==================== design 1
File: config.mk
export PLATFORM = sky130hd
export DESIGN_NAME = logic_op_seq32
export DESIGN_NICKNAME = d
export VERILOG_FILES = /design/src/rtl/logic_op_seq32.sv
export SDC_FILE = /design/constraint.sdc
export NUM_CORES = 1
export LEC_CHECK = 0
export CAP_MARGIN = 20
export CORE_MARGIN = 3
export CORE_UTILIZATION = 42
export CTS_BUF_LIST = sky130_fd_sc_hd__clkbuf_8
export CTS_CLUSTER_SIZE = 28
export DETAILED_ROUTE_END_ITERATION = 6
export GPL_TIMING_DRIVEN = 0
export PLACE_DENSITY = 0.65
export SLEW_MARGIN = 15
export SYNTH_ARGS = -nofsm -noshare
export SYNTH_HDL_FRONTEND = slang
export SYNTH_SLANG_ARGS = --single-unit
export TNS_END_PERCENT = 30
File: constraint.sdc
create_clock -name CLK -period 2.3 [get_ports CLK]
set_input_delay 0.69 -clock CLK [delete_from_list [all_inputs] [get_ports CLK]]
set_output_delay 0.69 -clock CLK [all_outputs]
set_load 0.01 [all_outputs]
File: src/rtl/logic_op_seq32.sv
// Multi-cycle bitwise sequencer: one shared AND/OR/NOR/INV unit builds NAND/XOR/XNOR/ANDN over 1-3 steps.
// Optional op counter output OP_CNT is enabled by defining LOGIC_OP_SEQ_OPCNT_EN.
module logic_op_seq32 #(
  parameter int WIDTH = 32
) (
  input  logic             CLK,
  input  logic             RST,
  input  logic             START,
  input  logic [2:0]       OPCODE,
  input  logic [WIDTH-1:0] A,
  input  logic [WIDTH-1:0] B,
  output logic             BUSY,
  output logic             DONE,
`ifdef LOGIC_OP_SEQ_OPCNT_EN
  output logic [15:0]      OP_CNT,
`endif
  output logic [WIDTH-1:0] Y
);

  localparam logic [1:0] S_IDLE  = 2'd0;
  localparam logic [1:0] S_STEP1 = 2'd1;
  localparam logic [1:0] S_STEP2 = 2'd2;
  localparam logic [1:0] S_STEP3 = 2'd3;

  localparam logic [1:0] F_AND = 2'd0;
  localparam logic [1:0] F_OR  = 2'd1;
  localparam logic [1:0] F_NOR = 2'd2;
  localparam logic [1:0] F_INV = 2'd3;

  localparam logic [1:0] SRC_A = 2'd0;
  localparam logic [1:0] SRC_B = 2'd1;
  localparam logic [1:0] SRC_T = 2'd2;
  localparam logic [1:0] SRC_U = 2'd3;

  logic [1:0]       state_q, state_d;
  logic [2:0]       op_q, op_d;
  logic [WIDTH-1:0] a_q, a_d, b_q, b_d;
  logic [WIDTH-1:0] t_q, t_d, u_q, u_d;
  logic [WIDTH-1:0] y_q, y_d;
  logic             done_q, done_d;

  logic [1:0]       func;
  logic [1:0]       x_sel, z_sel;
  logic             last_step;
  logic             dst_u;
  logic [WIDTH-1:0] x_opnd, z_opnd, lu_out;

  // Step microcode: what the logic unit does in each STEP state for the latched opcode.
  // NOTE: every signal assigned in always_comb gets a default first, so no path leaves it unassigned and no latch is inferred.
  always_comb begin
    func      = F_AND;
    x_sel     = SRC_A;
    z_sel     = SRC_B;
    last_step = 1'b1;
    dst_u     = 1'b0;
    unique case (op_q)
      3'd0: func = F_AND;
      3'd1: func = F_OR;
      3'd2: func = F_NOR;
      3'd3: func = F_INV;
      3'd4: begin
        if (state_q == S_STEP1) begin
          last_step = 1'b0;
        end else begin
          func  = F_INV;
          x_sel = SRC_T;
        end
      end
      3'd5, 3'd6: begin
        unique case (state_q)
          S_STEP1: last_step = 1'b0;
          S_STEP2: begin
            func      = F_NOR;
            last_step = 1'b0;
            dst_u     = 1'b1;
          end
          default: begin
            func  = (op_q == 3'd5) ? F_NOR : F_OR;
            x_sel = SRC_T;
            z_sel = SRC_U;
          end
        endcase
      end
      default: begin
        if (state_q == S_STEP1) begin
          func      = F_INV;
          x_sel     = SRC_B;
          last_step = 1'b0;
        end else begin
          z_sel = SRC_T;
        end
      end
    endcase
  end

  always_comb begin
    unique case (x_sel)
      SRC_A:   x_opnd = a_q;
      SRC_B:   x_opnd = b_q;
      SRC_T:   x_opnd = t_q;
      default: x_opnd = u_q;
    endcase
    unique case (z_sel)
      SRC_A:   z_opnd = a_q;
      SRC_B:   z_opnd = b_q;
      SRC_T:   z_opnd = t_q;
      default: z_opnd = u_q;
    endcase
    unique case (func)
      F_AND:   lu_out = x_opnd & z_opnd;
      F_OR:    lu_out = x_opnd | z_opnd;
      F_NOR:   lu_out = ~(x_opnd | z_opnd);
      default: lu_out = ~x_opnd;
    endcase
  end

  always_comb begin
    state_d = state_q;
    op_d    = op_q;
    a_d     = a_q;
    b_d     = b_q;
    t_d     = t_q;
    u_d     = u_q;
    y_d     = y_q;
    done_d  = 1'b0;
    if (state_q == S_IDLE) begin
      if (START) begin
        op_d    = OPCODE;
        a_d     = A;
        b_d     = B;
        state_d = S_STEP1;
      end
    end else if (last_step) begin
      y_d     = lu_out;
      done_d  = 1'b1;
      state_d = S_IDLE;
    end else begin
      if (dst_u) u_d = lu_out;
      else       t_d = lu_out;
      state_d = (state_q == S_STEP1) ? S_STEP2 : S_STEP3;
    end
  end

  // NOTE: state registers use non-blocking assignments so every flop samples pre-edge values.
  // Operands and scratch registers are cleared too: they are plain flops, not a memory.
  always_ff @(posedge CLK or negedge RST) begin
    if (!RST) begin
      state_q <= S_IDLE;
      op_q    <= '0;
      a_q     <= '0;
      b_q     <= '0;
      t_q     <= '0;
      u_q     <= '0;
      y_q     <= '0;
      done_q  <= 1'b0;
    end else begin
      state_q <= state_d;
      op_q    <= op_d;
      a_q     <= a_d;
      b_q     <= b_d;
      t_q     <= t_d;
      u_q     <= u_d;
      y_q     <= y_d;
      done_q  <= done_d;
    end
  end

`ifdef LOGIC_OP_SEQ_OPCNT_EN
  logic [15:0] cnt_q, cnt_d;

  // Counts completion edges only; wraps naturally at 16 bits.
  always_comb begin
    cnt_d = cnt_q;
    if (done_d) cnt_d = cnt_q + 16'd1;
  end

  always_ff @(posedge CLK or negedge RST) begin
    if (!RST) cnt_q <= '0;
    else      cnt_q <= cnt_d;
  end

  assign OP_CNT = cnt_q;
`endif

  assign BUSY = (state_q != S_IDLE);
  assign DONE = done_q;
  assign Y    = y_q;

endmodule

==================== design 2
==> config.mk <==
export PLATFORM = sky130hd
export DESIGN_NAME = mult_rr_arbiter_flat
export DESIGN_NICKNAME = d
export VERILOG_FILES = /design/src/rtl/mult_rr_arbiter_if.sv /design/src/rtl/mult_rr_arbiter.sv /design/src/flat_wrapper.sv
export SDC_FILE = /design/constraint.sdc
export NUM_CORES = 1
export LEC_CHECK = 0
export CORE_MARGIN = 8
export CORE_UTILIZATION = 35
export DETAILED_ROUTE_END_ITERATION = 8
export GPL_ROUTABILITY_DRIVEN = 0
export HOLD_SLACK_MARGIN = 0.1
export PLACE_DENSITY = 0.83
export SETUP_SLACK_MARGIN = 0.02
export SLEW_MARGIN = 20
export SYNTH_ARGS = -nofsm -noshare
export SYNTH_HDL_FRONTEND = slang
export SYNTH_SLANG_ARGS = --single-unit
==> constraint.sdc <==
create_clock -name clk -period 2.5 [get_ports clk]
set_input_delay 0.5 -clock clk [delete_from_list [all_inputs] [get_ports clk]]
set_output_delay 0.5 -clock clk [all_outputs]
set_load 0.05 [all_outputs]
==> src/rtl/mult_rr_arbiter_if.sv <==
// Request, multiplier and response bus of the shared-multiplier arbiter.
// slave = arbiter side, master = requesters / multiplier / consumer side.
`timescale 1ns/1ps
interface mult_rr_arbiter_if #(
  parameter int BIT_WIDTH = 16,
  parameter int NUM_REQ   = 4,
  parameter int ID_W      = 2
);
  logic [NUM_REQ-1:0]           req_valid;
  logic [NUM_REQ-1:0]           req_ready;
  logic [NUM_REQ*BIT_WIDTH-1:0] req_a;
  logic [NUM_REQ*BIT_WIDTH-1:0] req_b;
  logic [BIT_WIDTH-1:0]         mult_a;
  logic [BIT_WIDTH-1:0]         mult_b;
  logic [BIT_WIDTH-1:0]         mult_y;
  logic                         rsp_valid;
  logic [ID_W-1:0]              rsp_id;
  logic [BIT_WIDTH-1:0]         rsp_y;

  modport slave (
    input  req_valid, req_a, req_b, mult_y,
    output req_ready, mult_a, mult_b, rsp_valid, rsp_id, rsp_y
  );

  modport master (
    output req_valid, req_a, req_b, mult_y,
    input  req_ready, mult_a, mult_b, rsp_valid, rsp_id, rsp_y
  );
endinterface

==> src/rtl/mult_rr_arbiter.sv <==
// Round-robin arbiter sharing one pipelined fixed-point multiplier among NUM_REQ requesters.
// Define MULT_ARB_STATS_EN to add per-requester saturating grant counters (stat_cnt/stat_clr).
`timescale 1ns/1ps
module mult_rr_arbiter #(
  parameter int BIT_WIDTH    = 16,
  parameter int NUM_REQ      = 4,
  parameter int ID_W         = 2,
  parameter int MULT_LATENCY = 2,
  parameter int Q            = 10
) (
  input  logic                clk,
  input  logic                rst_n,
  input  logic                arb_en,
  mult_rr_arbiter_if.slave    bus,
  output logic                busy
`ifdef MULT_ARB_STATS_EN
  ,
  input  logic                stat_clr,
  output logic [NUM_REQ*16-1:0] stat_cnt
`endif
);

  if (ID_W != $clog2(NUM_REQ) || MULT_LATENCY < 1 || Q >= BIT_WIDTH) begin : g_param_err
    $error("mult_rr_arbiter: inconsistent parameters");
  end

  function automatic logic [ID_W-1:0] wrap_idx(input logic [ID_W-1:0] base, input int step);
    int sum;
    sum = int'(base) + step;
    if (sum >= NUM_REQ) sum = sum - NUM_REQ;
    return sum[ID_W-1:0];
  endfunction

  logic [ID_W-1:0]          last_ptr;
  logic [ID_W-1:0]          cand;
  logic                     grant_any;
  logic [ID_W-1:0]          grant_id;
  logic [NUM_REQ-1:0]       grant_oh;
  logic signed [BIT_WIDTH-1:0] a_sel, b_sel;
  logic signed [BIT_WIDTH-1:0] a_hold, b_hold;

  // Grant stage: circular search starting just after the last winner
  always_comb begin
    grant_any = 1'b0;
    grant_id  = '0;
    grant_oh  = '0;
    cand      = '0;
    for (int k = 1; k <= NUM_REQ; k++) begin
      cand = wrap_idx(last_ptr, k);
      if (!grant_any && arb_en && rst_n && bus.req_valid[cand]) begin
        grant_any = 1'b1;
        grant_id  = cand;
      end
    end
    if (grant_any) grant_oh[grant_id] = 1'b1;
  end

  assign bus.req_ready = grant_oh;
  assign a_sel = bus.req_a[int'(grant_id)*BIT_WIDTH +: BIT_WIDTH];
  assign b_sel = bus.req_b[int'(grant_id)*BIT_WIDTH +: BIT_WIDTH];

  // Operands go out combinationally on a grant; idle cycles replay the last pair
  assign bus.mult_a = grant_any ? a_sel : a_hold;
  assign bus.mult_b = grant_any ? b_sel : b_hold;

  always_ff @(posedge clk or negedge rst_n) begin
    if (!rst_n) begin
      last_ptr <= ID_W'(NUM_REQ - 1);
      a_hold   <= '0;
      b_hold   <= '0;
    end else begin
      if (grant_any) last_ptr <= grant_id;
      a_hold <= bus.mult_a;
      b_hold <= bus.mult_b;
    end
  end

  // Tag pipe p0..p(MULT_LATENCY-1): travels in lockstep with the multiplier
  logic [MULT_LATENCY-1:0] vld_p;
  logic [ID_W-1:0]         id_p [MULT_LATENCY];

  always_ff @(posedge clk or negedge rst_n) begin
    if (!rst_n) begin
      vld_p <= '0;
      for (int i = 0; i < MULT_LATENCY; i++) id_p[i] <= '0;
    end else begin
      vld_p[0] <= grant_any;
      id_p[0]  <= grant_id;
      for (int i = 1; i < MULT_LATENCY; i++) begin
        vld_p[i] <= vld_p[i-1];
        id_p[i]  <= id_p[i-1];
      end
    end
  end

  assign bus.rsp_valid = vld_p[MULT_LATENCY-1];
  assign bus.rsp_id    = id_p[MULT_LATENCY-1];
  assign bus.rsp_y     = bus.mult_y;
  assign busy          = |vld_p;

`ifdef MULT_ARB_STATS_EN
  function automatic logic [15:0] sat_inc(input logic [15:0] v);
    return (v == 16'hFFFF) ? v : v + 16'd1;
  endfunction

  logic [15:0] cnt [NUM_REQ];

  always_ff @(posedge clk or negedge rst_n) begin
    if (!rst_n) begin
      for (int i = 0; i < NUM_REQ; i++) cnt[i] <= '0;
    end else if (stat_clr) begin
      for (int i = 0; i < NUM_REQ; i++) cnt[i] <= '0;
    end else if (grant_any) begin
      cnt[grant_id] <= sat_inc(cnt[grant_id]);
    end
  end

  for (genvar g = 0; g < NUM_REQ; g++) begin : g_stat
    assign stat_cnt[g*16 +: 16] = cnt[g];
  end
`endif

endmodule

==> src/flat_wrapper.sv <==
// flat-port wrapper written by rule: the top's interface ports become plain ports
module mult_rr_arbiter_flat 
#(
  parameter int BIT_WIDTH    = 16,
  parameter int NUM_REQ      = 4,
  parameter int ID_W         = 2,
  parameter int MULT_LATENCY = 2,
  parameter int Q            = 10
)
  (clk, rst_n, arb_en, busy, bus_req_valid, bus_req_a, bus_req_b, bus_mult_y, bus_req_ready, bus_mult_a, bus_mult_b, bus_rsp_valid, bus_rsp_id, bus_rsp_y);
  mult_rr_arbiter_if #(.BIT_WIDTH(BIT_WIDTH), .NUM_REQ(NUM_REQ), .ID_W(ID_W)) bus_i ();
  input  logic clk;
  input  logic rst_n;
  input  logic arb_en;
  output logic busy;
  input wire logic [$bits(bus_i.req_valid)-1:0] bus_req_valid;
  input wire logic [$bits(bus_i.req_a)-1:0] bus_req_a;
  input wire logic [$bits(bus_i.req_b)-1:0] bus_req_b;
  input wire logic [$bits(bus_i.mult_y)-1:0] bus_mult_y;
  output wire logic [$bits(bus_i.req_ready)-1:0] bus_req_ready;
  output wire logic [$bits(bus_i.mult_a)-1:0] bus_mult_a;
  output wire logic [$bits(bus_i.mult_b)-1:0] bus_mult_b;
  output wire logic [$bits(bus_i.rsp_valid)-1:0] bus_rsp_valid;
  output wire logic [$bits(bus_i.rsp_id)-1:0] bus_rsp_id;
  output wire logic [$bits(bus_i.rsp_y)-1:0] bus_rsp_y;
  assign bus_i.req_valid = bus_req_valid;
  assign bus_i.req_a = bus_req_a;
  assign bus_i.req_b = bus_req_b;
  assign bus_i.mult_y = bus_mult_y;
  assign bus_req_ready = bus_i.req_ready;
  assign bus_mult_a = bus_i.mult_a;
  assign bus_mult_b = bus_i.mult_b;
  assign bus_rsp_valid = bus_i.rsp_valid;
  assign bus_rsp_id = bus_i.rsp_id;
  assign bus_rsp_y = bus_i.rsp_y;
  mult_rr_arbiter #(.BIT_WIDTH(BIT_WIDTH), .NUM_REQ(NUM_REQ), .ID_W(ID_W), .MULT_LATENCY(MULT_LATENCY), .Q(Q)) u_core (.clk(clk), .rst_n(rst_n), .arb_en(arb_en), .bus(bus_i), .busy(busy));
endmodule
==================== design 3
### config.mk
export PLATFORM = sky130hd
export DESIGN_NAME = binary_mul_seq_param
export DESIGN_NICKNAME = d
export VERILOG_FILES = /design/src/rtl/binary_mul_seq_param.sv
export SDC_FILE = /design/constraint.sdc
export NUM_CORES = 1
export LEC_CHECK = 0
export CAP_MARGIN = 25
export CELL_PAD_IN_SITES_DETAIL_PLACEMENT = 2
export CELL_PAD_IN_SITES_GLOBAL_PLACEMENT = 2
export CORE_ASPECT_RATIO = 1.4
export CORE_MARGIN = 5
export CORE_UTILIZATION = 32
export DETAILED_ROUTE_END_ITERATION = 10
export PLACE_DENSITY_LB_ADDON = 0.1
export SYNTH_ARGS = -nofsm -noshare
export SYNTH_HDL_FRONTEND = slang
export SYNTH_SLANG_ARGS = --single-unit
### constraint.sdc
create_clock -name clk -period 3.9 [get_ports clk]
set_input_delay 0.78 -clock clk [delete_from_list [all_inputs] [get_ports clk]]
set_output_delay 0.78 -clock clk [all_outputs]
set_load 0.03 [all_outputs]
### src/rtl/binary_mul_seq_param.sv
// Iterative shift-add multiplier, STEP multiplier bits retired per CALC cycle, valid/ready on both sides.
// Define BINARY_MUL_SIGNED_EN to add the sgn port and two's-complement operation.
module binary_mul_seq_param #(
    parameter int WIDTH = 14,
    parameter int STEP  = 1
) (
    input  logic               clk,
    input  logic               rst_n,
    input  logic               en,
    input  logic               in_valid,
    output logic               in_ready,
    input  logic [WIDTH-1:0]   A,
    input  logic [WIDTH-1:0]   B,
`ifdef BINARY_MUL_SIGNED_EN
    input  logic               sgn,
`endif
    output logic               out_valid,
    input  logic               out_ready,
    output logic [2*WIDTH-1:0] P,
    output logic               busy,
    output logic [1:0]         dbg_state
);

    // Handshake: a transfer happens on a rising clk edge with en=1 when valid and
    // ready are both high on that side; valid must be held until that edge.
    localparam int ITER = (WIDTH + STEP - 1) / STEP;
    localparam int BW   = ITER * STEP;
    localparam int CW   = $clog2(ITER + 1);
    localparam int PW   = 2 * WIDTH;

    typedef enum logic [1:0] {
        IDLE = 2'd0,
        CALC = 2'd1,
        DONE = 2'd2
    } state_t;

    state_t           state;
    logic [WIDTH-1:0] a_reg;
    logic [BW-1:0]    b_reg;
    logic [PW-1:0]    acc;
    logic [CW-1:0]    cnt;
    logic             neg_reg;

    logic [WIDTH-1:0] a_op;
    logic [WIDTH-1:0] b_op;
    logic             neg_op;
    logic [PW-1:0]    pp;
    logic             accept;

    assign in_ready  = (state == IDLE) || ((state == DONE) && out_ready);
    assign accept    = en && in_valid && in_ready;
    assign dbg_state = state;

    // Signed mode multiplies magnitudes; the most negative value fits as unsigned.
    always_comb begin
        a_op   = A;
        b_op   = B;
        neg_op = 1'b0;
`ifdef BINARY_MUL_SIGNED_EN
        if (sgn) begin
            if (A[WIDTH-1]) a_op = -A;
            if (B[WIDTH-1]) b_op = -B;
            neg_op = A[WIDTH-1] ^ B[WIDTH-1];
        end
`endif
    end

    always_comb begin
        pp = PW'(a_reg) * PW'(b_reg[STEP-1:0]);
        pp = pp << (int'(cnt) * STEP);
    end

    always_ff @(posedge clk or negedge rst_n) begin
        if (!rst_n) begin
            state     <= IDLE;
            a_reg     <= '0;
            b_reg     <= '0;
            acc       <= '0;
            cnt       <= '0;
            neg_reg   <= 1'b0;
            P         <= '0;
            out_valid <= 1'b0;
            busy      <= 1'b0;
        end else if (en) begin
            case (state)
                IDLE: begin
                    if (in_valid) begin
                        a_reg   <= a_op;
                        b_reg   <= BW'(b_op);
                        neg_reg <= neg_op;
                        acc     <= '0;
                        cnt     <= '0;
                        busy    <= 1'b1;
                        state   <= CALC;
                    end
                end
                CALC: begin
                    if (cnt == CW'(ITER)) begin
                        P         <= neg_reg ? -acc : acc;
                        out_valid <= 1'b1;
                        busy      <= 1'b0;
                        state     <= DONE;
                    end else begin
                        acc   <= acc + pp;
                        b_reg <= b_reg >> STEP;
                        cnt   <= cnt + 1'b1;
                    end
                end
                DONE: begin
                    if (out_ready) begin
                        out_valid <= 1'b0;
                        if (in_valid) begin
                            a_reg   <= a_op;
                            b_reg   <= BW'(b_op);
                            neg_reg <= neg_op;
                            acc     <= '0;
                            cnt     <= '0;
                            busy    <= 1'b1;
                            state   <= CALC;
                        end else begin
                            state <= IDLE;
                        end
                    end
                end
                default: state <= IDLE;
            endcase
        end
    end

endmodule

Fig. 1: design 3, zoomed window
Window x 50 to 75, y 73 to 98 µm. Cells in gray, sequential cells in the stronger gray; small squares are vias.
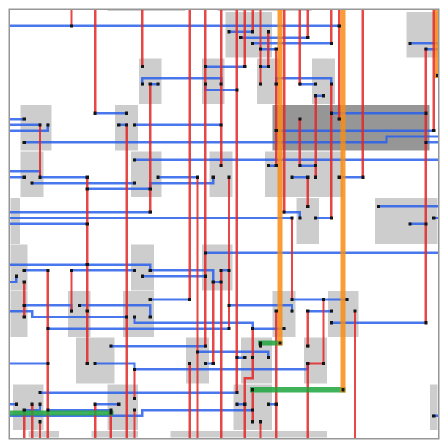
| layer | color |
|---|---|
| M4 | orange |
| M2 | red |
| M1 | blue |
| M3 | green |
netlist names of flops here include: acc (1)
sequential cells in the window: 1
cells with their middle in the window: 29
most frequent: nor2_1 (7), nand2_1 (6)

==> run summary, design 3 <==
Purpose: to document the outcome of synthesis and place and route.

Run status
The flow ran to the end, and the final reports show no timing, DRC or antenna violations.

Synth
The proportion of synthesized chip area in sequential cells is 0.3901. In this run the mean area of a mapped cell was 9.179 µm².

Setup path
Data on the critical path arrives at its endpoint at roughly 4.0 ns.

Finish
The number of flip-flops and latches is 92. The final standard cell area without fillers is ~7300 µm². The clock-cell share of area is 0.04388.

The layout report gives the multi-input gate share of total cell area as 0.4698.

Routing
The detailed route wirelength on metal2 is 10060 µm. Summed over all nets, wire length on met3 after detailed routing comes to around 430 µm. The number of nets still failing antenna checks after routing is 0.

Placement
The post-placement setup slack is roughly 0.011 ns.
[design 3: layout by cell type (no fill, tap or decap), types with 7 or more instances in the layout]
cell / count
o21ai_0: 47
a22oi_1: 14
dfrtp_1: 92
xnor2_1: 8
ha_1: 26
a31oi_1: 7
nand4_1: 7
a21o_1: 12
inv_1: 16
mux2_2: 49
buf_4: 26
nand2_1: 88
and3_1: 9
or3_1: 8
nor3_1: 15
nor2_1: 34
mux2i_1: 7
xor2_1: 8
a21oi_1: 32
clkbuf_16: 9
clkdlybuf4s50_1: 64
nand3_1: 23
[design 3: cell usage after synthesis (9+ instances only)]
| cell type | n | area [µm²] |
|---|---|---|
| a22oi_1 | 14 | 105.1 |
| inv_1 | 16 | 60.06 |
| clkbuf_1 | 28 | 105.1 |
| a31oi_1 | 11 | 68.82 |
| nor2_1 | 38 | 142.6 |
| a21oi_1 | 33 | 165.2 |
| ha_1 | 32 | 400.4 |
| o21ai_0 | 50 | 250.2 |
| dfrtp_1 | 92 | 2302 |
| nor3_1 | 15 | 75.07 |
| mux2_2 | 49 | 551.8 |
| a21o_1 | 12 | 90.09 |
| nand2_1 | 88 | 330.3 |
| and3_1 | 9 | 56.30 |
| nand3_1 | 23 | 115.1 |
Fig. 2: design 2, clock nets
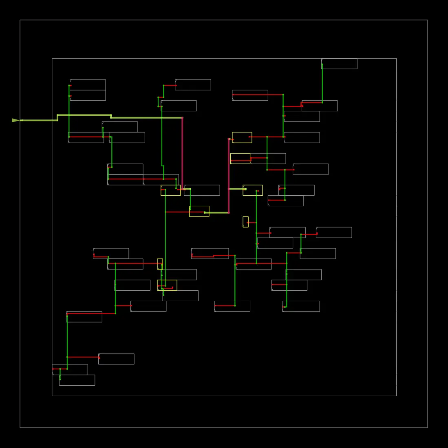
count of clock buffers in the final design: 8
clock insertion delay at the later pin of the skew report: 0.28 ns
count of sequential standard cells: 40

==> run summary, design 2 <==
Purpose: to document the outcome of synthesis and place and route.

Routing
Per the detailed-route log, wirelength across all metal layers totals 12360 µm. In the per-layer breakdown of the detailed-route log, met1 shows 4463 µm.

Global routing
The number of global-route vias before repair was 3327.

Placement
The total half-perimeter wirelength after legalization and detailed placement is between 8000 and 9000 µm. Buffers placed on the I/O ports in this run total 174.

Synth
The per-instance average area after synthesis is 11.30 µm². The total cell area reported by yosys after synthesis is 2779 µm². The top-area cell type share of the netlist area is 0.3422.

Timing
The post-route worst setup slack is -0.3753 ns. The last timing report of the flow puts the setup violation total at 36.

Run status
The final reports fail on setup timing. The run finished, with violations left.

Clock tree
The maximum level of the CTS H-tree is 2.

Run
The tool flagged a number of max-cap violations equal to 0.

Finish
The final core utilization is 0.8211. The area growth from synthesis to layout is 128.3%. The non-clock buffer instance count of the final layout is ~240.

The total number of nets in the final design is 605.
-- design 2: how the worst max path moves through the flow --
stage	start	endpoint	slack, ns	cells after the start
after CTS	u_core.last_ptr[1]	bus_mult_a[5]	-0.36	8
after detailed placement	bus_req_valid[0]	bus_mult_a[7]	-0.53	9
after global routing	u_core.last_ptr[1]	bus_mult_a[13]	-0.45	10
after floorplan	u_core.last_ptr[1]	bus_mult_a[10]	-0.11	7
final	bus_req_valid[3]	bus_mult_b[11]	-0.38	9
after global placement	bus_req_valid[2]	bus_mult_b[2]	-0.51	9
-- design 2: state kept, by name, indices dropped and copies added, names as in the netlist --
register and flops:
u_core.last_ptr 2, u_core.b_hold 16, u_core.a_hold 16, u_core.id_p 2, u_core.bus.rsp_id 2, u_core.vld_p 2
-- design 2: cell families (layout without fill, tap and decap cells) --
logic type,Yosys count,in the layout,share of synthesized area
flip-flops,40,40,0.3611
buffers and inverters,44,253,0.1076
AND-OR/OR-AND,47,47,0.2157
AND/OR/NAND/NOR,51,51,0.08510
multiplexers,64,64,0.2305
Fig. 3: design 1, placed cells, one color a class
(2 px per µm) Fill, decap, tap and diode cells in gray.
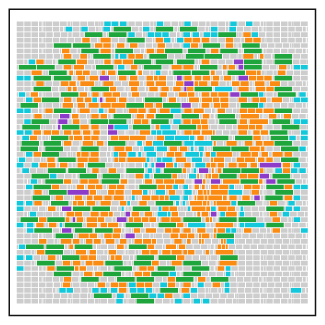
| class | color | cells | share of their area |
|---|---|---|---|
| clock drivers and dummy loads | purple | 31 | 3.3% |
| remaining buffers and delay cells | cyan | 182 | 16% |
| registers | green | 166 | 36% |
| remaining logic cells | orange | 471 | 45% |

==> run summary, design 1 <==
Purpose: to document the outcome of synthesis and place and route.

Run status
The flow ran to the end, but the final reports show violations. The checks that failed: setup timing.

Synth
After synthesis, the most frequently instantiated cells are mux2_2 (198), dfrtp_1 (166), mux2i_1 (66). The flop and latch count out of synthesis is about 170. The area fraction in full adders, half adders and majority gates is 0.004170.

After technology mapping, the gate count stands at 692. The main combinational cell family by area after synthesis is multiplexers. Of the synthesized area, sequential elements account for 0.4615. Of the post-synthesis cell area, the part taken by muxes is 0.3549.

Timing
The final tally of setup violations is between 90 and 100. The clock period minus worst slack is 2.617 ns. The worst hold-check slack is between 0.15 and 0.2 ns.

The number of hold violations in the final report is 0. The post-route worst setup slack is -0.3174 ns. The upper clock frequency limit is between 300 and 400 MHz.

Finish
The total number of nets in the final design is 911. The final report gives the standard cell area, fillers excluded, as 11950 µm². The antenna cell count is 0. In this run the layout overhead on the synthesized area is reported as 32.76%.

Placement
The global placement routability congestion is around 0.8. Once detailed placement completed, the half-perimeter wirelength came to 16290 µm.

Global routing
The number of antenna violations at the first check in global routing was 0. Total global-route track usage over all layers is 0.2115. The remaining global-route overflow is 0. The met1 track demand over resource is 0.2741.

Setup path
According to the timing report, the data required time at the worst endpoint equals 2.66 ns. The worst setup path is captured at a flip-flop. The origin of the critical flop-to-flop path is state_q[0]. The worst setup path is of the flip-flop to flip-flop kind. The count of cell instances traversed by the critical path is 10.

The most used cell along the critical path is a211oi_4. The maximum fanout along the worst path is 6.

Floorplanning
In this run the horizontal extent of the chip is 152.4 µm.

Routing
The highest metal layer with signal wires is met4. In the post-route report, total wirelength is listed as 25110 µm.

Clock tree
The number of hold buffers added after CTS was 0.

Run
The max-capacitance violation count is 0.
## design 1: flip-flops by register name, indices dropped and copies added, names as in the netlist
register	flops
u_q	32
state_q	2
op_q	3
t_q	32
b_q	32
a_q	32
Y	32
DONE	1
## design 1: cell usage in the layout, fill, tap and decap left out, drive strengths merged
| master | instances |
|---|---|
| dfrtp | 166 |
| clkinv | 4 |
| xor2 | 1 |
| and4bb | 1 |
| bufinv | 2 |
| ha | 3 |
| mux2 | 225 |
| inv | 12 |
| or3b | 1 |
| a221oi | 31 |
| nand2 | 10 |
| nor3b | 1 |
| a221o | 32 |
| clkinvlp | 3 |
| nor2 | 1 |
| nand3 | 1 |
| o211ai | 1 |
| o211a | 2 |
| nand4b | 1 |
| clkdlybuf4s50 | 101 |
| and2 | 32 |
| o22ai | 1 |
| a21oi | 3 |
| a211oi | 35 |
| a21o | 1 |
| clkbuf | 44 |
| a31oi | 1 |
| nand2b | 3 |
| mux2i | 66 |
| buf | 54 |
| nor4b | 1 |
| and4 | 1 |
| dlygate4sd2 | 1 |
| o21ai | 4 |
| or3 | 1 |
| nor2b | 2 |
| o31ai | 1 |


## Gallery

Placement density heat map.
panel A
(1.5 px per µm) The die is cut into 12 by 17 equal tiles; black is low, pale yellow is high, 0 to 100% covered.
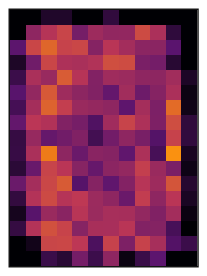
panel B
(2 px per µm) The die is cut into 15 by 15 equal tiles; black is low, pale yellow is high, 0 to 100% covered.
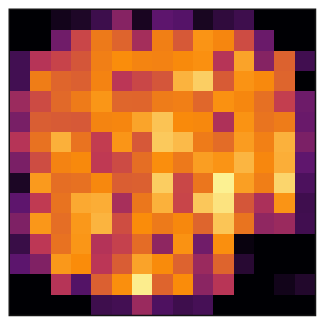
panel C
(3 px per µm) The die is cut into 11 by 11 equal tiles; black is low, pale yellow is high, 0 to 100% covered.
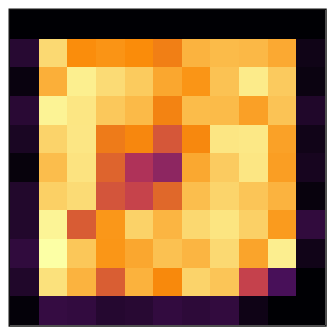
Design 3 is panel A.
Design 1 is panel B.
Design 2 is panel C.
- highest utilization: panel C

Key to panel A:
fullest tile: 76%
mean over tiles: 33%
tiles over 75% full: 0.50%

